=== car_motion_ctrl ===
**car_motion_ctrl: signal wires by layer**

Scale: 4 px per um. Only two layers are drawn.
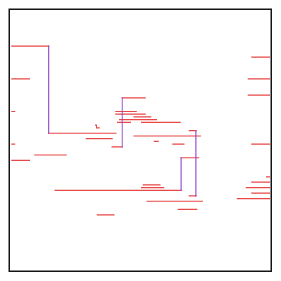

File: src/rtl/elevator_pkg.sv
`default_nettype none
// ============================================================================
//  Module      : elevator_pkg
//  Description : Shared types and one-hot floor helpers for the car motion
//                controller.
//  Revision    : 1.0 - initial release
// ============================================================================
package elevator_pkg;

    // Default number of floors; width of every one-hot floor bus.
    localparam int DEF_N_FLOORS = 6;

    // Helpers work on a fixed wide vector so any floor count up to this fits.
    localparam int MAX_FLOORS = 32;
    localparam int IDX_W      = 6;

    typedef logic [MAX_FLOORS-1:0] floor_vec_t;

    typedef enum logic [1:0] {
        IDLE      = 2'd0,
        MOVE_UP   = 2'd1,
        MOVE_DOWN = 2'd2,
        DOOR      = 2'd3
    } car_state_e;

    // Keep only the lowest set bit (two's-complement trick).
    function automatic floor_vec_t onehot_lowest(input floor_vec_t v);
        return v & (~v + floor_vec_t'(1));
    endfunction

    // Index of the lowest set bit; 0 when the vector is empty.
    function automatic logic [IDX_W-1:0] onehot_index(input floor_vec_t v);
        logic [IDX_W-1:0] idx;
        idx = '0;
        for (int i = MAX_FLOORS - 1; i >= 0; i--) begin
            if (v[i]) idx = IDX_W'(i);
        end
        return idx;
    endfunction

    // Floor a is above floor b.
    function automatic logic onehot_gt(input floor_vec_t a, input floor_vec_t b);
        return onehot_index(a) > onehot_index(b);
    endfunction

    // Floor a is below floor b.
    function automatic logic onehot_lt(input floor_vec_t a, input floor_vec_t b);
        return onehot_index(a) < onehot_index(b);
    endfunction

endpackage
`default_nettype wire

File: src/rtl/dwell_timer.sv
`default_nettype none
// ============================================================================
//  Module      : dwell_timer
//  Description : Loadable down-counter advanced by step ticks, with a zero
//                flag. Used to time how long the car door stays open.
//  Revision    : 1.0 - initial release
// ============================================================================
module dwell_timer #(
    parameter int CNT_W = 4
) (
    input  logic             clk,
    input  logic             reset,
    input  logic             step_en,
    input  logic             load,
    input  logic [CNT_W-1:0] load_val,
    output logic             zero
);

    logic [CNT_W-1:0] r_count;

    // Load has priority over counting; the counter parks at zero.
    always_ff @(posedge clk) begin
        if (reset) begin
            r_count <= '0;
        end else if (load) begin
            r_count <= load_val;
        end else if (step_en && (r_count != '0)) begin
            r_count <= r_count - CNT_W'(1);
        end
    end

    assign zero = (r_count == '0);

endmodule
`default_nettype wire

File: src/rtl/car_motion_ctrl.sv
`default_nettype none
// ============================================================================
//  Module      : car_motion_ctrl
//  Description : Elevator car controller. Accepts one-hot destination
//                requests via valid/ready, steps the car one floor per step
//                tick, holds the door for a fixed dwell and pulses arrival.
//  Revision    : 1.0 - initial release
// ============================================================================
module car_motion_ctrl
    import elevator_pkg::*;
#(
    parameter int N_FLOORS    = DEF_N_FLOORS,
    parameter int DWELL_TICKS = 3
) (
    input  logic                clk,
    input  logic                reset,
    input  logic                step_en,
    input  logic                req_valid,
    input  logic [N_FLOORS-1:0] req_dest,
    output logic                req_ready,
    output logic [N_FLOORS-1:0] cur_floor,
    output logic                moving,
    output logic                dir_up,
    output logic                door_open,
    output logic                arrived,
    output logic [N_FLOORS-1:0] arrived_floor
);

    localparam int               CNT_W        = 4;
    localparam logic [CNT_W-1:0] C_DWELL_LOAD = CNT_W'(DWELL_TICKS - 1);

    car_state_e          r_state;
    car_state_e          w_next_state;
    logic [N_FLOORS-1:0] r_cur_floor;
    logic [N_FLOORS-1:0] w_next_floor;
    logic [N_FLOORS-1:0] r_target;
    logic [N_FLOORS-1:0] w_next_target;
    logic [N_FLOORS-1:0] w_req_target;
    logic [N_FLOORS-1:0] r_arrived_floor;
    logic                r_arrived;
    logic                w_accept;
    logic                w_enter_door;
    logic                w_dwell_zero;

    // A multi-hot request resolves to its lowest floor.
    assign w_req_target = N_FLOORS'(onehot_lowest(floor_vec_t'(req_dest)));
    assign w_accept     = req_valid && (r_state == IDLE) && (req_dest != '0);

    // Door dwell counter, loaded on every entry into DOOR.
    dwell_timer #(
        .CNT_W    (CNT_W)
    ) u_dwell_timer (
        .clk      (clk),
        .reset    (reset),
        .step_en  (step_en && (r_state == DOOR)),
        .load     (w_enter_door),
        .load_val (C_DWELL_LOAD),
        .zero     (w_dwell_zero)
    );

    // Next-state, next-position and target capture logic.
    always_comb begin
        w_next_state  = r_state;
        w_next_floor  = r_cur_floor;
        w_next_target = r_target;
        w_enter_door  = 1'b0;
        case (r_state)
            IDLE: begin
                if (w_accept) begin
                    w_next_target = w_req_target;
                    if (onehot_gt(floor_vec_t'(w_req_target), floor_vec_t'(r_cur_floor))) begin
                        w_next_state = MOVE_UP;
                    end else if (onehot_lt(floor_vec_t'(w_req_target), floor_vec_t'(r_cur_floor))) begin
                        w_next_state = MOVE_DOWN;
                    end else begin
                        w_next_state = DOOR;
                        w_enter_door = 1'b1;
                    end
                end
            end
            MOVE_UP: begin
                if (step_en) begin
                    // Never shift the car off the top floor.
                    if (!r_cur_floor[N_FLOORS-1]) w_next_floor = r_cur_floor << 1;
                    if (w_next_floor == r_target) begin
                        w_next_state = DOOR;
                        w_enter_door = 1'b1;
                    end
                end
            end
            MOVE_DOWN: begin
                if (step_en) begin
                    // Never shift the car off the bottom floor.
                    if (!r_cur_floor[0]) w_next_floor = r_cur_floor >> 1;
                    if (w_next_floor == r_target) begin
                        w_next_state = DOOR;
                        w_enter_door = 1'b1;
                    end
                end
            end
            DOOR: begin
                if (step_en && w_dwell_zero) w_next_state = IDLE;
            end
            default: begin
                w_next_state = IDLE;
            end
        endcase
    end

    // State, position, target and registered arrival outputs.
    always_ff @(posedge clk) begin
        if (reset) begin
            r_state         <= IDLE;
            r_cur_floor     <= N_FLOORS'(1);
            r_target        <= '0;
            r_arrived       <= 1'b0;
            r_arrived_floor <= '0;
        end else begin
            r_state         <= w_next_state;
            r_cur_floor     <= w_next_floor;
            r_target        <= w_next_target;
            r_arrived       <= w_enter_door;
            r_arrived_floor <= w_enter_door ? w_next_floor : '0;
        end
    end

    assign req_ready     = (r_state == IDLE);
    assign cur_floor     = r_cur_floor;
    assign moving        = (r_state == MOVE_UP) || (r_state == MOVE_DOWN);
    assign dir_up        = (r_state == MOVE_UP);
    assign door_open     = (r_state == DOOR);
    assign arrived       = r_arrived;
    assign arrived_floor = r_arrived_floor;

    // The car must reach its target before running off either end.
    a_no_top_overrun : assert property (@(posedge clk) disable iff (reset)
        (r_state == MOVE_UP) |-> !r_cur_floor[N_FLOORS-1]);
    a_no_bottom_overrun : assert property (@(posedge clk) disable iff (reset)
        (r_state == MOVE_DOWN) |-> !r_cur_floor[0]);
    a_floor_onehot : assert property (@(posedge clk) disable iff (reset)
        $onehot(r_cur_floor));

endmodule
`default_nettype wire

File: config.mk
export PLATFORM = sky130hd
export DESIGN_NAME = car_motion_ctrl
export DESIGN_NICKNAME = d
export VERILOG_FILES = /design/src/rtl/elevator_pkg.sv /design/src/rtl/dwell_timer.sv /design/src/rtl/car_motion_ctrl.sv
export SDC_FILE = /design/constraint.sdc
export NUM_CORES = 1
export LEC_CHECK = 0
export ABC_AREA = 1
export CORE_MARGIN = 4
export CORE_UTILIZATION = 54
export CTS_CLUSTER_SIZE = 40
export DETAILED_ROUTE_END_ITERATION = 16
export HOLD_SLACK_MARGIN = 0.03
export PLACE_DENSITY = 0.82
export SYNTH_ARGS = -nofsm -noshare
export SYNTH_HDL_FRONTEND = slang
export SYNTH_HIERARCHICAL = 1
export SYNTH_SLANG_ARGS = --single-unit
File: constraint.sdc
create_clock -name clk -period 2.7 [get_ports clk]
set_input_delay 0.27 -clock clk [delete_from_list [all_inputs] [get_ports clk]]
set_output_delay 0.27 -clock clk [all_outputs]
set_load 0.05 [all_outputs]
=== regfile_writeback_arbiter_flat ===
**config.mk**
```make
export PLATFORM = sky130hd
export DESIGN_NAME = regfile_writeback_arbiter_flat
export DESIGN_NICKNAME = d
export VERILOG_FILES = /design/src/rtl/regfile_writeback_arbiter_if.sv /design/src/rtl/regfile_writeback_arbiter.sv /design/src/flat_wrapper.sv
export SDC_FILE = /design/constraint.sdc
export NUM_CORES = 1
export LEC_CHECK = 0
export CAP_MARGIN = 20
export CORE_MARGIN = 3
export CORE_UTILIZATION = 49
export CTS_CLUSTER_DIAMETER = 80
export DETAILED_ROUTE_END_ITERATION = 8
export GPL_TIMING_DRIVEN = 0
export PLACE_DENSITY = 0.82
export SLEW_MARGIN = 20
export SYNTH_ARGS = -nofsm -noshare
export SYNTH_HDL_FRONTEND = slang
export SYNTH_SLANG_ARGS = --single-unit
```
**constraint.sdc**
```tcl
create_clock -name clk -period 2.1 [get_ports clk]
set_input_delay 0.525 -clock clk [delete_from_list [all_inputs] [get_ports clk]]
set_output_delay 0.525 -clock clk [all_outputs]
set_load 0.005 [all_outputs]
```
**src/rtl/regfile_writeback_arbiter_if.sv**
```systemverilog
// Signal bundle between the execute/memory/issue stages and the register-file writeback arbiter.
// The master side drives results and issue information; the slave side is the arbiter.
interface regfile_writeback_arbiter_if #(
    parameter int DATA_WIDTH = 32,
    parameter int ADDR_WIDTH = 5,
    parameter int FIFO_DEPTH = 4
);
    localparam int COUNT_W = $clog2(FIFO_DEPTH) + 1;

    logic                  alu_valid;
    logic [ADDR_WIDTH-1:0] alu_reg;
    logic [DATA_WIDTH-1:0] alu_data;

    logic                  ld_issue;
    logic [ADDR_WIDTH-1:0] ld_issue_reg;

    logic                  ld_valid;
    logic                  ld_ready;
    logic [ADDR_WIDTH-1:0] ld_reg;
    logic [DATA_WIDTH-1:0] ld_data;

    logic [ADDR_WIDTH-1:0] read_reg1;
    logic [ADDR_WIDTH-1:0] read_reg2;
    logic                  hazard;

    logic                  reg_write;
    logic [ADDR_WIDTH-1:0] write_reg;
    logic [DATA_WIDTH-1:0] write_data;

    logic [COUNT_W-1:0]    fifo_count;
    logic                  err_waw;

    modport master (
        output alu_valid, alu_reg, alu_data,
        output ld_issue, ld_issue_reg,
        output ld_valid, ld_reg, ld_data,
        output read_reg1, read_reg2,
        input  ld_ready, hazard,
        input  reg_write, write_reg, write_data,
        input  fifo_count, err_waw
    );

    modport slave (
        input  alu_valid, alu_reg, alu_data,
        input  ld_issue, ld_issue_reg,
        input  ld_valid, ld_reg, ld_data,
        input  read_reg1, read_reg2,
        output ld_ready, hazard,
        output reg_write, write_reg, write_data,
        output fifo_count, err_waw
    );
endinterface

```
**src/rtl/regfile_writeback_arbiter.sv**
```systemverilog
// Merges ALU and long-latency results onto the single register-file write port,
// buffering long-latency returns and tracking pending destinations for hazard detection.
module regfile_writeback_arbiter #(
    parameter int DATA_WIDTH = 32,
    parameter int ADDR_WIDTH = 5,
    parameter int FIFO_DEPTH = 4
) (
    input  logic                        clk,
    input  logic                        reset,
    regfile_writeback_arbiter_if.slave  bus
);
    localparam int PTR_W    = $clog2(FIFO_DEPTH);
    localparam int COUNT_W  = $clog2(FIFO_DEPTH) + 1;
    localparam int NUM_REGS = 1 << ADDR_WIDTH;
    localparam logic [COUNT_W-1:0] DEPTH_C = COUNT_W'(FIFO_DEPTH);

    logic [ADDR_WIDTH-1:0] fifo_reg  [FIFO_DEPTH];
    logic [DATA_WIDTH-1:0] fifo_data [FIFO_DEPTH];
    logic [PTR_W-1:0]      wr_ptr;
    logic [PTR_W-1:0]      rd_ptr;
    logic [COUNT_W-1:0]    count;

    logic                  ready;
    logic                  fifo_empty;
    logic                  push;
    logic                  pop;
    logic [ADDR_WIDTH-1:0] head_reg;
    logic [DATA_WIDTH-1:0] head_data;

    logic [NUM_REGS-1:0]   sb;
    logic [NUM_REGS-1:0]   sb_next;
    logic                  waw_hit;

    logic                  reg_write_q;
    logic [ADDR_WIDTH-1:0] write_reg_q;
    logic [DATA_WIDTH-1:0] write_data_q;
    logic                  err_waw_q;

    // Space is judged on the current count only; a same-cycle pop never makes room for a push.
    assign ready      = (count < DEPTH_C);
    assign fifo_empty = (count == '0);
    assign push       = bus.ld_valid && ready;
    assign pop        = !bus.alu_valid && !fifo_empty;
    assign head_reg   = fifo_reg[rd_ptr];
    assign head_data  = fifo_data[rd_ptr];

    always_ff @(posedge clk) begin
        if (push) begin
            fifo_reg[wr_ptr]  <= bus.ld_reg;
            fifo_data[wr_ptr] <= bus.ld_data;
        end
    end

    always_ff @(posedge clk) begin
        if (reset) begin
            wr_ptr <= '0;
            rd_ptr <= '0;
            count  <= '0;
        end else begin
            if (push) begin
                wr_ptr <= wr_ptr + PTR_W'(1);
            end
            if (pop) begin
                rd_ptr <= rd_ptr + PTR_W'(1);
            end
            case ({push, pop})
                2'b10:   count <= count + COUNT_W'(1);
                2'b01:   count <= count - COUNT_W'(1);
                default: count <= count;
            endcase
        end
    end

    // Clear is applied before set so an issue to the register being retired keeps it pending.
    always_comb begin
        sb_next = sb;
        if (pop) begin
            sb_next[head_reg] = 1'b0;
        end
        if (bus.ld_issue && (bus.ld_issue_reg != '0)) begin
            sb_next[bus.ld_issue_reg] = 1'b1;
        end
        sb_next[0] = 1'b0;
    end

    assign waw_hit = bus.ld_issue && sb[bus.ld_issue_reg];

    always_ff @(posedge clk) begin
        if (reset) begin
            sb        <= '0;
            err_waw_q <= 1'b0;
        end else begin
            sb <= sb_next;
            if (waw_hit) begin
                err_waw_q <= 1'b1;
            end
        end
    end

    // ALU results always win the port; index and data hold when nothing is written.
    always_ff @(posedge clk) begin
        if (reset) begin
            reg_write_q  <= 1'b0;
            write_reg_q  <= '0;
            write_data_q <= '0;
        end else if (bus.alu_valid) begin
            reg_write_q  <= (bus.alu_reg != '0);
            write_reg_q  <= bus.alu_reg;
            write_data_q <= bus.alu_data;
        end else if (pop) begin
            reg_write_q  <= (head_reg != '0);
            write_reg_q  <= head_reg;
            write_data_q <= head_data;
        end else begin
            reg_write_q  <= 1'b0;
        end
    end

    assign bus.ld_ready   = ready;
    assign bus.fifo_count = count;
    assign bus.hazard     = ((bus.read_reg1 != '0) && sb[bus.read_reg1]) ||
                            ((bus.read_reg2 != '0) && sb[bus.read_reg2]);
    assign bus.reg_write  = reg_write_q;
    assign bus.write_reg  = write_reg_q;
    assign bus.write_data = write_data_q;
    assign bus.err_waw    = err_waw_q;
endmodule
```
**src/flat_wrapper.sv**
```systemverilog
// flat-port wrapper written by rule: the top's interface ports become plain ports
module regfile_writeback_arbiter_flat 
#(
    parameter int DATA_WIDTH = 32,
    parameter int ADDR_WIDTH = 5,
    parameter int FIFO_DEPTH = 4
)
  (clk, reset, bus_alu_valid, bus_alu_reg, bus_alu_data, bus_ld_issue, bus_ld_issue_reg, bus_ld_valid, bus_ld_reg, bus_ld_data, bus_read_reg1, bus_read_reg2, bus_ld_ready, bus_hazard, bus_reg_write, bus_write_reg, bus_write_data, bus_fifo_count, bus_err_waw);
  regfile_writeback_arbiter_if #(.DATA_WIDTH(DATA_WIDTH), .ADDR_WIDTH(ADDR_WIDTH), .FIFO_DEPTH(FIFO_DEPTH)) bus_i ();
  input  logic clk;
  input  logic reset;
  input wire logic [$bits(bus_i.alu_valid)-1:0] bus_alu_valid;
  input wire logic [$bits(bus_i.alu_reg)-1:0] bus_alu_reg;
  input wire logic [$bits(bus_i.alu_data)-1:0] bus_alu_data;
  input wire logic [$bits(bus_i.ld_issue)-1:0] bus_ld_issue;
  input wire logic [$bits(bus_i.ld_issue_reg)-1:0] bus_ld_issue_reg;
  input wire logic [$bits(bus_i.ld_valid)-1:0] bus_ld_valid;
  input wire logic [$bits(bus_i.ld_reg)-1:0] bus_ld_reg;
  input wire logic [$bits(bus_i.ld_data)-1:0] bus_ld_data;
  input wire logic [$bits(bus_i.read_reg1)-1:0] bus_read_reg1;
  input wire logic [$bits(bus_i.read_reg2)-1:0] bus_read_reg2;
  output wire logic [$bits(bus_i.ld_ready)-1:0] bus_ld_ready;
  output wire logic [$bits(bus_i.hazard)-1:0] bus_hazard;
  output wire logic [$bits(bus_i.reg_write)-1:0] bus_reg_write;
  output wire logic [$bits(bus_i.write_reg)-1:0] bus_write_reg;
  output wire logic [$bits(bus_i.write_data)-1:0] bus_write_data;
  output wire logic [$bits(bus_i.fifo_count)-1:0] bus_fifo_count;
  output wire logic [$bits(bus_i.err_waw)-1:0] bus_err_waw;
  assign bus_i.alu_valid = bus_alu_valid;
  assign bus_i.alu_reg = bus_alu_reg;
  assign bus_i.alu_data = bus_alu_data;
  assign bus_i.ld_issue = bus_ld_issue;
  assign bus_i.ld_issue_reg = bus_ld_issue_reg;
  assign bus_i.ld_valid = bus_ld_valid;
  assign bus_i.ld_reg = bus_ld_reg;
  assign bus_i.ld_data = bus_ld_data;
  assign bus_i.read_reg1 = bus_read_reg1;
  assign bus_i.read_reg2 = bus_read_reg2;
  assign bus_ld_ready = bus_i.ld_ready;
  assign bus_hazard = bus_i.hazard;
  assign bus_reg_write = bus_i.reg_write;
  assign bus_write_reg = bus_i.write_reg;
  assign bus_write_data = bus_i.write_data;
  assign bus_fifo_count = bus_i.fifo_count;
  assign bus_err_waw = bus_i.err_waw;
  regfile_writeback_arbiter #(.DATA_WIDTH(DATA_WIDTH), .ADDR_WIDTH(ADDR_WIDTH), .FIFO_DEPTH(FIFO_DEPTH)) u_core (.clk(clk), .reset(reset), .bus(bus_i));
endmodule
```
=== battery_charge_scheduler ===
==> src/rtl/battery_charge_scheduler.sv <==
// Two-battery charge scheduler: break-before-make charger switching with dwell limits and empty alarm.
// Optional macro BATT_SCHED_FAULT_EN adds a level-drop fault state that latches until reset.
module battery_charge_scheduler #(
  parameter logic [3:0]  FULL_LEVEL    = 4'd15,
  parameter logic [3:0]  EMPTY_LEVEL   = 4'd0,
  parameter int unsigned SETTLE_CYCLES = 4,
  parameter int unsigned MIN_DWELL     = 16,
  parameter int unsigned MAX_DWELL     = 256
) (
  input  logic       clk,
  input  logic       rst,
  input  logic       enable,
  input  logic [3:0] battA,
  input  logic [3:0] battB,
  output logic       charge_enA,
  output logic       charge_enB,
  output logic [2:0] state,
  output logic       alarm,
  output logic       done,
  output logic       fault
);

  localparam logic [2:0] ST_IDLE     = 3'd0;
  localparam logic [2:0] ST_SETTLE   = 3'd1;
  localparam logic [2:0] ST_CHARGE_A = 3'd2;
  localparam logic [2:0] ST_CHARGE_B = 3'd3;
  localparam logic [2:0] ST_FAULT    = 3'd4;

  localparam int unsigned          SETTLE_W    = (SETTLE_CYCLES > 1) ? $clog2(SETTLE_CYCLES) : 1;
  localparam logic [SETTLE_W-1:0]  SETTLE_LAST = SETTLE_W'(SETTLE_CYCLES - 1);
  localparam logic [15:0]          DWELL_MAX   = 16'(MAX_DWELL);
  localparam logic [15:0]          DWELL_MIN   = 16'(MIN_DWELL);

  logic [3:0]          lev_a_q, lev_a_d;
  logic [3:0]          lev_b_q, lev_b_d;
  logic [2:0]          state_q, state_d;
  logic                target_q, target_d;
  logic [SETTLE_W-1:0] settle_cnt_q, settle_cnt_d;
  logic [15:0]         dwell_q, dwell_d;
  logic                charge_en_a_q, charge_en_a_d;
  logic                charge_en_b_q, charge_en_b_d;
  logic                alarm_q, alarm_d;
  logic                done_q, done_d;

  logic       a_full, b_full;
  logic [3:0] cur_lev, oth_lev;
  logic       cur_full, oth_full;
  logic       rotate_ok;
  logic       empty_alarm;

  assign a_full   = (lev_a_q >= FULL_LEVEL);
  assign b_full   = (lev_b_q >= FULL_LEVEL);
  // "Current" is the battery on the charger; only meaningful in the charge states.
  assign cur_lev  = (state_q == ST_CHARGE_B) ? lev_b_q : lev_a_q;
  assign oth_lev  = (state_q == ST_CHARGE_B) ? lev_a_q : lev_b_q;
  assign cur_full = (cur_lev >= FULL_LEVEL);
  assign oth_full = (oth_lev >= FULL_LEVEL);
  assign rotate_ok = (dwell_q >= DWELL_MAX) && (dwell_q >= DWELL_MIN) && (oth_lev < cur_lev);
  assign empty_alarm = enable & ((lev_a_q <= EMPTY_LEVEL) | (lev_b_q <= EMPTY_LEVEL));

`ifdef BATT_SCHED_FAULT_EN
  logic [3:0] snap_q, snap_d;
  logic       fault_q, fault_d;
  logic       level_drop;

  assign level_drop = (snap_q > cur_lev) && ((snap_q - cur_lev) >= 4'd2);
`endif

  always_comb begin
    lev_a_d      = battA;
    lev_b_d      = battB;
    state_d      = state_q;
    target_d     = target_q;
    settle_cnt_d = settle_cnt_q;
    dwell_d      = dwell_q;
    done_d       = 1'b0;
`ifdef BATT_SCHED_FAULT_EN
    snap_d       = snap_q;
`endif

    case (state_q)
      ST_IDLE: begin
        settle_cnt_d = '0;
        if (enable && (!a_full || !b_full)) begin
          state_d = ST_SETTLE;
          // Lower not-full level wins; a tie goes to A.
          if (a_full)      target_d = 1'b1;
          else if (b_full) target_d = 1'b0;
          else             target_d = (lev_b_q < lev_a_q);
        end
      end

      ST_SETTLE: begin
        if (!enable) begin
          state_d = ST_IDLE;
        end else if (settle_cnt_q == SETTLE_LAST) begin
          state_d = target_q ? ST_CHARGE_B : ST_CHARGE_A;
          dwell_d = '0;
`ifdef BATT_SCHED_FAULT_EN
          snap_d  = target_q ? lev_b_q : lev_a_q;
`endif
        end else begin
          settle_cnt_d = settle_cnt_q + SETTLE_W'(1);
        end
      end

      ST_CHARGE_A, ST_CHARGE_B: begin
        if (dwell_q < DWELL_MAX) dwell_d = dwell_q + 16'd1;
`ifdef BATT_SCHED_FAULT_EN
        if (level_drop) begin
          state_d = ST_FAULT;
        end else
`endif
        if (!enable) begin
          state_d = ST_IDLE;
        end else if (cur_full) begin
          if (!oth_full) begin
            state_d      = ST_SETTLE;
            target_d     = (state_q == ST_CHARGE_A);
            settle_cnt_d = '0;
          end else begin
            state_d = ST_IDLE;
            done_d  = 1'b1;
          end
        end else if (rotate_ok) begin
          state_d      = ST_SETTLE;
          target_d     = (state_q == ST_CHARGE_A);
          settle_cnt_d = '0;
        end
      end

`ifdef BATT_SCHED_FAULT_EN
      ST_FAULT: state_d = ST_FAULT;
`else
      ST_FAULT: state_d = ST_IDLE;
`endif

      default: state_d = ST_IDLE;
    endcase

    charge_en_a_d = (state_d == ST_CHARGE_A);
    charge_en_b_d = (state_d == ST_CHARGE_B);
`ifdef BATT_SCHED_FAULT_EN
    fault_d = fault_q | (state_d == ST_FAULT);
    alarm_d = empty_alarm | fault_d;
`else
    alarm_d = empty_alarm;
`endif
  end

  always_ff @(posedge clk) begin
    if (rst) begin
      lev_a_q       <= '0;
      lev_b_q       <= '0;
      state_q       <= ST_IDLE;
      target_q      <= 1'b0;
      settle_cnt_q  <= '0;
      dwell_q       <= '0;
      charge_en_a_q <= 1'b0;
      charge_en_b_q <= 1'b0;
      alarm_q       <= 1'b0;
      done_q        <= 1'b0;
    end else begin
      lev_a_q       <= lev_a_d;
      lev_b_q       <= lev_b_d;
      state_q       <= state_d;
      target_q      <= target_d;
      settle_cnt_q  <= settle_cnt_d;
      dwell_q       <= dwell_d;
      charge_en_a_q <= charge_en_a_d;
      charge_en_b_q <= charge_en_b_d;
      alarm_q       <= alarm_d;
      done_q        <= done_d;
    end
  end

`ifdef BATT_SCHED_FAULT_EN
  always_ff @(posedge clk) begin
    if (rst) begin
      snap_q  <= '0;
      fault_q <= 1'b0;
    end else begin
      snap_q  <= snap_d;
      fault_q <= fault_d;
    end
  end

  assign fault = fault_q;
`else
  assign fault = 1'b0;
`endif

  assign charge_enA = charge_en_a_q;
  assign charge_enB = charge_en_b_q;
  assign state      = state_q;
  assign alarm      = alarm_q;
  assign done       = done_q;

endmodule

==> config.mk <==
export PLATFORM = sky130hd
export DESIGN_NAME = battery_charge_scheduler
export DESIGN_NICKNAME = d
export VERILOG_FILES = /design/src/rtl/battery_charge_scheduler.sv
export SDC_FILE = /design/constraint.sdc
export NUM_CORES = 1
export LEC_CHECK = 0
export ABC_AREA = 1
export CAP_MARGIN = 15
export CORE_MARGIN = 2
export CORE_UTILIZATION = 35
export CTS_BUF_LIST = sky130_fd_sc_hd__clkbuf_4
export CTS_CLUSTER_DIAMETER = 120
export DETAILED_ROUTE_END_ITERATION = 10
export SLEW_MARGIN = 10
export SYNTH_ARGS = -nofsm -noshare
export SYNTH_HDL_FRONTEND = slang
export SYNTH_SLANG_ARGS = --single-unit
export TNS_END_PERCENT = 50
==> constraint.sdc <==
create_clock -name clk -period 2.7 [get_ports clk]
set_clock_uncertainty 0.2 [all_clocks]
set_input_delay 0.54 -clock clk [delete_from_list [all_inputs] [get_ports clk]]
set_output_delay 0.54 -clock clk [all_outputs]
set_load 0.03 [all_outputs]
=== zynet_inference_sequencer ===
$ cat src/rtl/zynet_inference_sequencer.sv
// One-frame-at-a-time control sequencer for zyNet: admit frame, pulse start, capture and hold the result.
// Optional BUSY watchdog abort is built when ZYNET_SEQ_WATCHDOG_EN is defined.
module zynet_inference_sequencer #(
   parameter int OUTPUT_LAYER_HEIGHT = 10,
   parameter int WORD_SIZE           = 16,
   parameter int ID_WIDTH            = 8,
   parameter int TIMEOUT_CYCLES      = 4096
) (
   input  logic                                      clk_i,
   input  logic                                      reset_i,
   input  logic                                      req_valid_i,
   output logic                                      req_ready_o,
   output logic                                      ser_valid_o,
   input  logic                                      ser_ready_i,
   output logic                                      start_o,
   input  logic                                      net_valid_i,
   input  logic [OUTPUT_LAYER_HEIGHT*WORD_SIZE-1:0]  net_data_i,
   output logic                                      net_yumi_o,
   output logic                                      res_valid_o,
   output logic [OUTPUT_LAYER_HEIGHT*WORD_SIZE-1:0]  res_data_o,
   output logic [ID_WIDTH-1:0]                       res_id_o,
   output logic                                      res_timeout_o,
   input  logic                                      res_yumi_i,
   output logic                                      busy_o
);

   localparam int RES_W = OUTPUT_LAYER_HEIGHT * WORD_SIZE;

   typedef enum logic [1:0] {
      ST_IDLE,
      ST_START,
      ST_BUSY,
      ST_OUTPUT
   } state_t;

   state_t              state_q;
   state_t              state_d;
   logic [RES_W-1:0]    res_data_q;
   logic [ID_WIDTH-1:0] frame_id_q;
   logic                capture;
   logic                abort;
   logic                consume;
   logic                expire;

   always_comb begin
      state_d     = state_q;
      req_ready_o = 1'b0;
      ser_valid_o = 1'b0;
      start_o     = 1'b0;
      net_yumi_o  = 1'b0;
      res_valid_o = 1'b0;
      capture     = 1'b0;
      abort       = 1'b0;
      consume     = 1'b0;
      case (state_q)
         ST_IDLE: begin
            ser_valid_o = req_valid_i;
            req_ready_o = ser_ready_i;
            if (req_valid_i && ser_ready_i) begin
               state_d = ST_START;
            end
         end
         ST_START: begin
            start_o = 1'b1;
            state_d = ST_BUSY;
         end
         ST_BUSY: begin
            net_yumi_o = net_valid_i;
            // A result arriving on the expiry cycle takes priority over the abort.
            if (net_valid_i) begin
               capture = 1'b1;
               state_d = ST_OUTPUT;
            end else if (expire) begin
               abort   = 1'b1;
               state_d = ST_OUTPUT;
            end
         end
         ST_OUTPUT: begin
            res_valid_o = 1'b1;
            if (res_yumi_i) begin
               consume = 1'b1;
               state_d = ST_IDLE;
            end
         end
         default: begin
            state_d = ST_IDLE;
         end
      endcase
   end

   always_ff @(posedge clk_i) begin
      if (reset_i) begin
         state_q    <= ST_IDLE;
         frame_id_q <= '0;
         res_data_q <= '0;
      end else begin
         state_q <= state_d;
         if (consume) begin
            frame_id_q <= frame_id_q + ID_WIDTH'(1);
         end
         if (capture) begin
            res_data_q <= net_data_i;
         end else if (abort) begin
            res_data_q <= '0;
         end
      end
   end

`ifdef ZYNET_SEQ_WATCHDOG_EN
   localparam int WDOG_W = (TIMEOUT_CYCLES > 1) ? $clog2(TIMEOUT_CYCLES) : 1;

   logic [WDOG_W-1:0] wdog_cnt_q;
   logic              res_timeout_q;

   assign expire = (state_q == ST_BUSY) && (wdog_cnt_q == WDOG_W'(TIMEOUT_CYCLES - 1));

   // START is the single cycle before BUSY entry, so clearing there zeroes the count on entry.
   always_ff @(posedge clk_i) begin
      if (reset_i) begin
         wdog_cnt_q    <= '0;
         res_timeout_q <= 1'b0;
      end else begin
         if (state_q == ST_START) begin
            wdog_cnt_q <= '0;
         end else if (state_q == ST_BUSY) begin
            wdog_cnt_q <= wdog_cnt_q + WDOG_W'(1);
         end
         if (capture) begin
            res_timeout_q <= 1'b0;
         end else if (abort) begin
            res_timeout_q <= 1'b1;
         end
      end
   end

   assign res_timeout_o = res_valid_o & res_timeout_q;
`else
   assign expire        = 1'b0;
   assign res_timeout_o = 1'b0 & (TIMEOUT_CYCLES != 0);
`endif

   assign res_data_o = res_data_q;
   assign res_id_o   = frame_id_q;
   assign busy_o     = (state_q != ST_IDLE);

endmodule

$ cat config.mk
export PLATFORM = sky130hd
export DESIGN_NAME = zynet_inference_sequencer
export DESIGN_NICKNAME = d
export VERILOG_FILES = /design/src/rtl/zynet_inference_sequencer.sv
export SDC_FILE = /design/constraint.sdc
export NUM_CORES = 1
export LEC_CHECK = 0
export CELL_PAD_IN_SITES_DETAIL_PLACEMENT = 0
export CELL_PAD_IN_SITES_GLOBAL_PLACEMENT = 1
export CORE_MARGIN = 8
export CORE_UTILIZATION = 24
export DETAILED_ROUTE_END_ITERATION = 6
export PLACE_DENSITY_LB_ADDON = 0.2
export SETUP_SLACK_MARGIN = 0.05
export SLEW_MARGIN = 15
export SYNTH_ARGS = -nofsm -noshare
export SYNTH_HDL_FRONTEND = slang
export SYNTH_SLANG_ARGS = --single-unit
$ cat constraint.sdc
create_clock -name clk_i -period 1.7 [get_ports clk_i]
set_clock_uncertainty 0.2 [all_clocks]
set_input_delay 0.255 -clock clk_i [delete_from_list [all_inputs] [get_ports clk_i]]
set_output_delay 0.255 -clock clk_i [all_outputs]
set_load 0.02 [all_outputs]
**regfile_writeback_arbiter_flat: met4 routing**

Scale: 2 px per um.
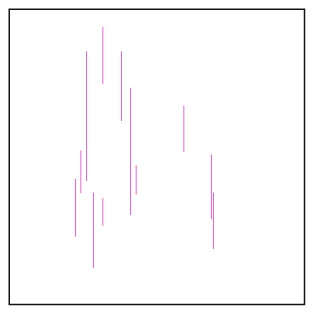
main direction	vertical
longest straight run	64.6 um
wire length on this layer	389 um
share of all routed wire	1.8%

**regfile_writeback_arbiter_flat: signal wires by layer**

Scale: 2 px per um. Only two layers are drawn.
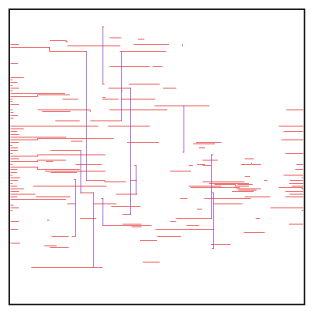
colour	layer	wire length
red	met3	1650 um
purple	met4	389 um

==> results.txt, regfile_writeback_arbiter_flat <==
Flow results.

- The flow ran to the end, but the final reports show violations.
- The final reports fail on setup timing.
- In the per-layer summary, the met1 wirelength comes to 8766 um.
- The clock reaches the later pin of the worst-skew pair after 500 ps.
- By count the netlist is led by 148 x edfxtp_1, 89 x nor2_1, 79 x dfxtp_1.
- Per the detailed placement report, the placed cell area equals 11350 um^2.
- The worst register-to-register path ends at u_core.bus.fifo_count[2].
- Wire segments on met2 add up to 11350 um in the final route.
- In this run, post-CTS hold repair placed 0 buffers.
- The number of OpenROAD warnings is 32.
- In this run the number of H-tree levels came out at 1.
- In this run the worst setup path terminates at bus_hazard.
- The type of the most critical hold path is flip-flop to flip-flop.
- The count of synthesis-stage warnings from yosys is 0.
- The total chip power is 0.01331 W.
- Summing the areas of all compound-gate instances in the mapped netlist gives 5.650% of the synthesized area.
- In the post-synthesis netlist, the cell with the most instances is edfxtp_1.
- The DRC violation count after routing is 0.
- The footprint of the flip-flops and latches is 6048 um^2.
- The number of buffers added on ports is 126.
- Per STA, the worst path accumulates the most delay in the family multiplexers.
- The CTS report gives the tree buffer count as 22.
- The minimum setup slack in the final design is -421.2 ps.
- The design has 227 sequential cells.
- Counting flops with an async set or reset pin after synthesis yields a share of 0%.
- The pre-CTS worst setup slack is -744.6 ps.
- The number of setup violations in the final report is 1.
- The number of non-clock buffers in the layout is 170.
- The worst slew margin relative to its limit is 50.55%.
- The combinational cell area excluding buffers and inverters is 3503 um^2.
- The buffer levels on the longest clock path is 3.
- The fraction of cell area in multi-input combinational cells is reported as 28.77%.
- The instance count of the mapped netlist is 688.
- The via count of the first global-routing pass was 6500.
- The core utilization of the finished layout is 63.82%.
- The total global routing overflow is 0.
- In the finished layout, the clock tree contains a buffer count of 27.
- The power report shows net switching accounting for 28.62% of the total.
- Setup repair after global routing could not meet its margin everywhere.
- The post-synthesis cell type count is 43.
- For this run, the number of standard cells in the final layout without fillers is 1116.
**zynet_inference_sequencer: I/O pins on the die edge**

Scale: 2 px per um. Pins as bars across the die edge, other pins in grey.
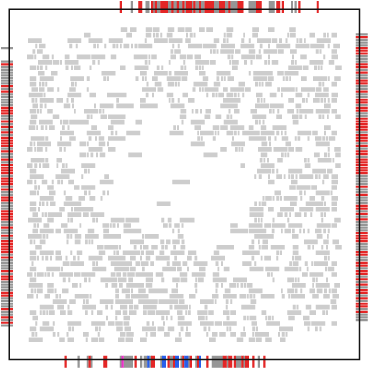
colour	port	pins	direction	edge
blue	res_id_o	8	output	bottom
magenta	net_valid_i	1	input	bottom
red	res_data_o	160	output	55 right, 45 left, 37 top, 23 bottom
all pins by edge	106 right, 99 left, 73 top, 63 bottom

**zynet_inference_sequencer: met4 routing**

Scale: 2 px per um.
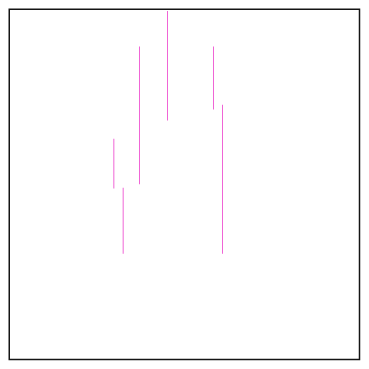
nets with wire on the layer	4
wire length on this layer	286 um
longest straight run	74.1 um

==> results.txt, zynet_inference_sequencer <==
Flow results.

- After layout, the worst setup slack is -0.7477 ps.
- The number of setup violations in the final report is 1.
- The end point of the worst hold path is res_data_o[19].
- The fraction of final cell area spent on non-clock buffers in this run is 35.73%.
- The top cell types in the final layout, fill and taps aside, are 323 x nand2_1, 167 x dfxtp_1, 166 x a21oi_1.
- The instance count of the mapped netlist is 758.
- The checks that failed: setup timing.
- Buffers added to address setup during post-CTS repair amount to 3.
- The total chip power is 0.01207 W.
- The number of multi-input combinational cells in the layout is 528.
- The run finished, with violations left.
- Buffers placed on the I/O ports in this run total 339.
- The fill cell total of the finished layout is 2584.
- Per the post-run analysis, buffers plus inverters along the critical path come to 2.
- The beginning of the worst register-to-register path is state_q[1].
- The floorplan die height is 174.4 um.
- Setup repair after global routing could not meet its margin everywhere.
- The launching element of the worst setup path is state_q[1].
- The clock latency of the later-clocked register in the worst-skew pair is 410 ps.
- For this run the detailed placement stage logged an HPWL of 17490 um.
- The count of maximum capacitance violations is 0.
- The global-route wire length before repair is 38030 um.
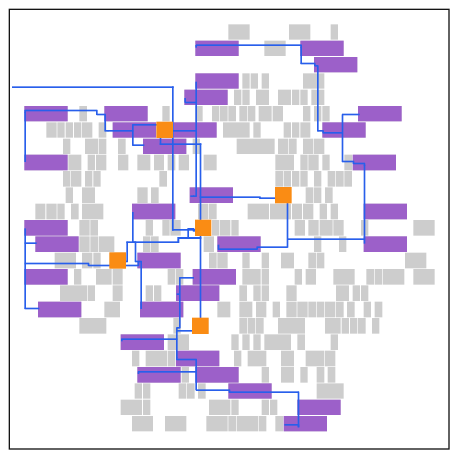
**Above:** battery_charge_scheduler (clock network drawn from the DEF).
Scale: 6 px per um.
[orange] cells driving clock nets | count: 5
[purple] flip-flops | count: 34
[blue] clock wires | length: 430 um
flops lie	spread over the die

==> results.txt, battery_charge_scheduler <==
Flow results.

- Across all hold checks on the routed design, the worst slack comes to 245.2 ps.
- The buffer levels on the longest clock path is 2.
- The number of antenna violations at the first check in global routing was 0.
- The final hold violation count is 0.
- The finished cells cover 1932 um^2.
- Per STA, the worst path is made up of clkdlybuf4s50_1.
- Across the placement rows, the number of tap cells is 54.
- Hold analysis lists the worst path endpoint as dwell_q[9].
- The power report puts the net switching power at 0.0002189 W.
- The flow ran to the end, and the final reports show no timing, DRC or antenna violations.
- The combinational cell area excluding buffers and inverters is 795.8 um^2.
- The top cell type in the final layout, fill and taps aside, is nand2_1.
- The fraction of cell area in multi-input combinational cells is reported as 41.19%.
- The fill cell total of the finished layout is 502.
- Per the breakdown, switching nets consume 25.36% of all power.
- Max-slew check failures listed in the final report amount to 0.
- The core region is 4661 um^2.
- Per the STA report, the cell with the highest stage delay on the worst path is clkdlybuf4s50_1.
- The relative area of non-clock buffer cells in the final design is 9.197%.
- TritonCTS built the clock tree.
- The layout has 45 inverters outside the clock class.
- The clock tree root buffer cell is clkbuf_4.
- The largest net degree at the start of global routing is 19.
- For reference, full adder, half adder and majority cells occupy 4.501% of the area reported after synthesis.
- The worst path uses 86.88% of the clock period.
- The share of cell area taken by flip-flops and latches is 35.23%.
- The number of non-clock buffers in the layout is 18.
- The number of buffers inserted by post-CTS setup repair is 0.
- The startpoint identified for the worst hold timing path is dwell_q[9].
- Once layout is complete, the utilization of the core stands at 41.45%.
- The beginning of the worst register-to-register path is state[1].
- Cell internal power was estimated by the tool at 0.0006446 W.
- Once iteration 0 of detailed routing completed, the report listed 73 DRC markers.
- Per STA, the worst path accumulates the most delay in the family buffers and inverters.
- Summed over all nets, wire length on met2 after detailed routing comes to 1450 um.
- The total negative setup slack is 0 ps.
- The library cells used most frequently in the layout, excluding fill and tap cells, are 56 x nand2_1, 44 x inv_1, 34 x dfxtp_1.
- The clock tree synthesis step divided the H-tree into 2 levels.
- The die covers 5333 um^2.
- Counting the buffers created by CTS gives 5.
- For the sequential group, total power comes out at 0.000524 W.
**car_motion_ctrl: I/O pins on the die edge**

Scale: 6 px per um. Pins as bars across the die edge, other pins in grey.
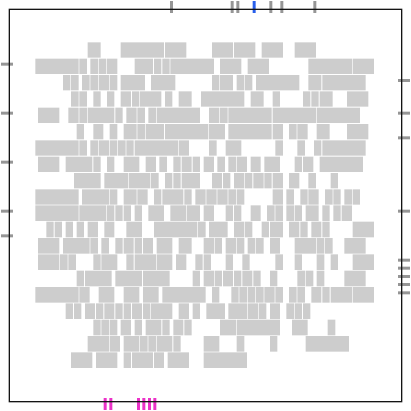
colour	port	pins	direction	edge
magenta	req_dest	6	input	bottom
blue	step_en	1	input	top
all pins by edge	9 right, 7 top, 6 bottom, 5 left

About 'signal wires by layer' of car_motion_ctrl:
colour	layer	wire length
red	met3	233 um
purple	met4	58.5 um

==> results.txt, car_motion_ctrl <==
Flow results.

- The end point of the worst hold path is u_dwell_timer/r_count[3].
- The routed length per instance is 11.71 um.
- The non-filler instance count after layout is 360.
- After detailed routing, the total wire length is 4214 um.
- The clock latency of the later-clocked register in the worst-skew pair is 330 ps.
- The share of total power consumed by net switching is 51.35%.
- The detailed placement HPWL is 3320 um.
- In this run the tool buffered the top-level ports with 26 buffer cells.
- Final hold analysis gives a worst-case slack of 507.6 ps.
- For reference, the final report shows the max-slew violation count at 0.
- The type of the most critical hold path is flip-flop to flip-flop.
- The clock buffer count is 3.
- The share of cell area taken by flip-flops and latches is 23.28%.
- Routing resource usage on met3 recorded by global route was 2.906%.
- For this run, the final setup violation count is recorded as 0.
- The power density over the cells is 857.4 nW/um^2.
- The flow ran to the end, and the final reports show no timing, DRC or antenna violations.
- The total chip power is 0.001843 W.
- The via count of the first global-routing pass is 1607.
- The fraction of the cycle the final worst path needs is 92.62%.
- The largest fanout on the critical path is 7.

==> gallery <==
Gate families picked out.
(a)
Scale: 2 px per um.
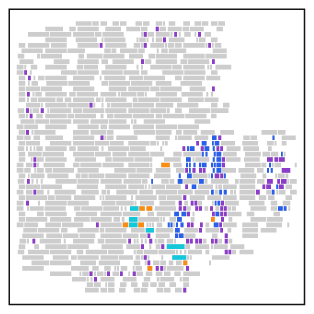
(b)
Scale: 2 px per um.
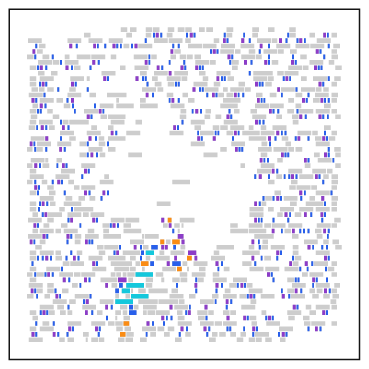
(c)
Scale: 4 px per um.
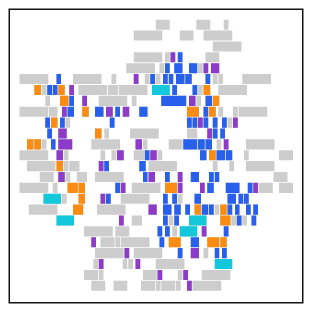
(d)
Scale: 6 px per um.
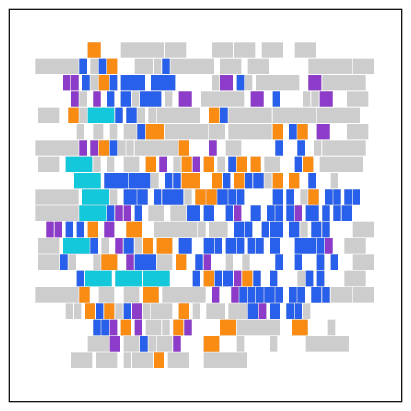
- largest die: (b)
- car_motion_ctrl = (d)
- battery_charge_scheduler = (c)
- regfile_writeback_arbiter_flat = (a)
- zynet_inference_sequencer = (b)



==> notes/layouts.md <==
Pictures saved along the way, in no particular order.

Clock nets.
picture 1
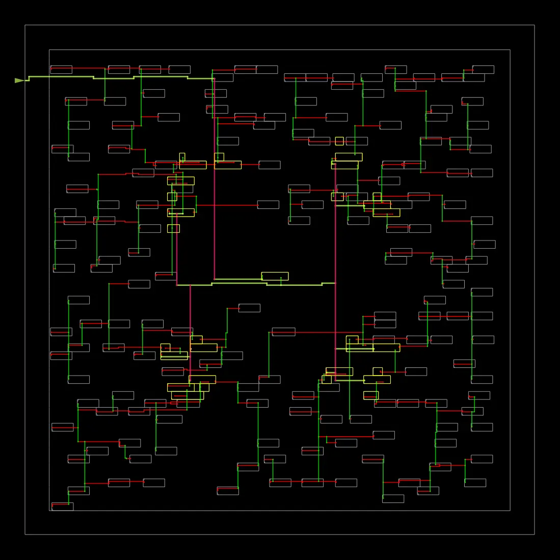
picture 2
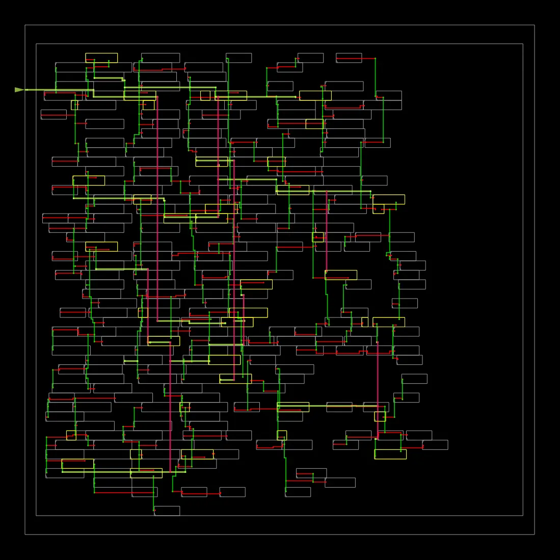
picture 3
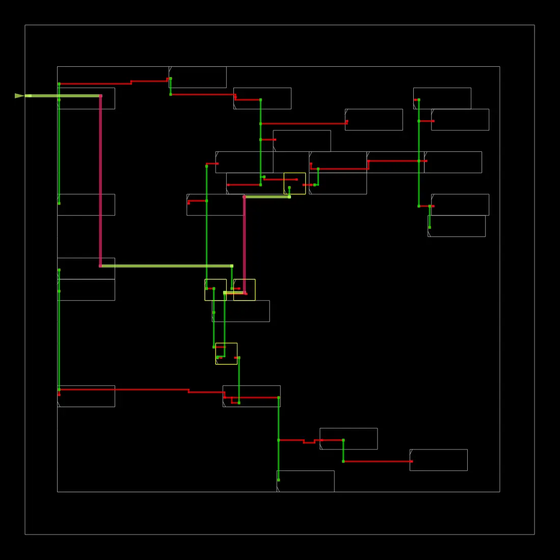
picture 4
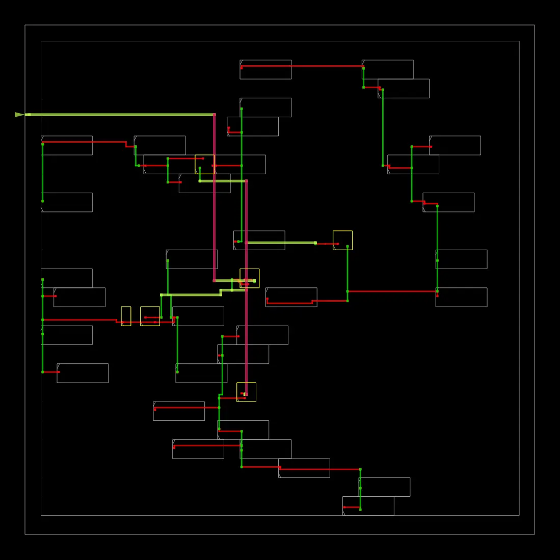
Of these, most clock buffers: picture 2
Of these, fewest sequential cells: picture 3
battery_charge_scheduler is picture 4.
car_motion_ctrl is picture 3.
zynet_inference_sequencer is picture 1.
regfile_writeback_arbiter_flat is picture 2.

Power is estimated from default activity; no workload was simulated.
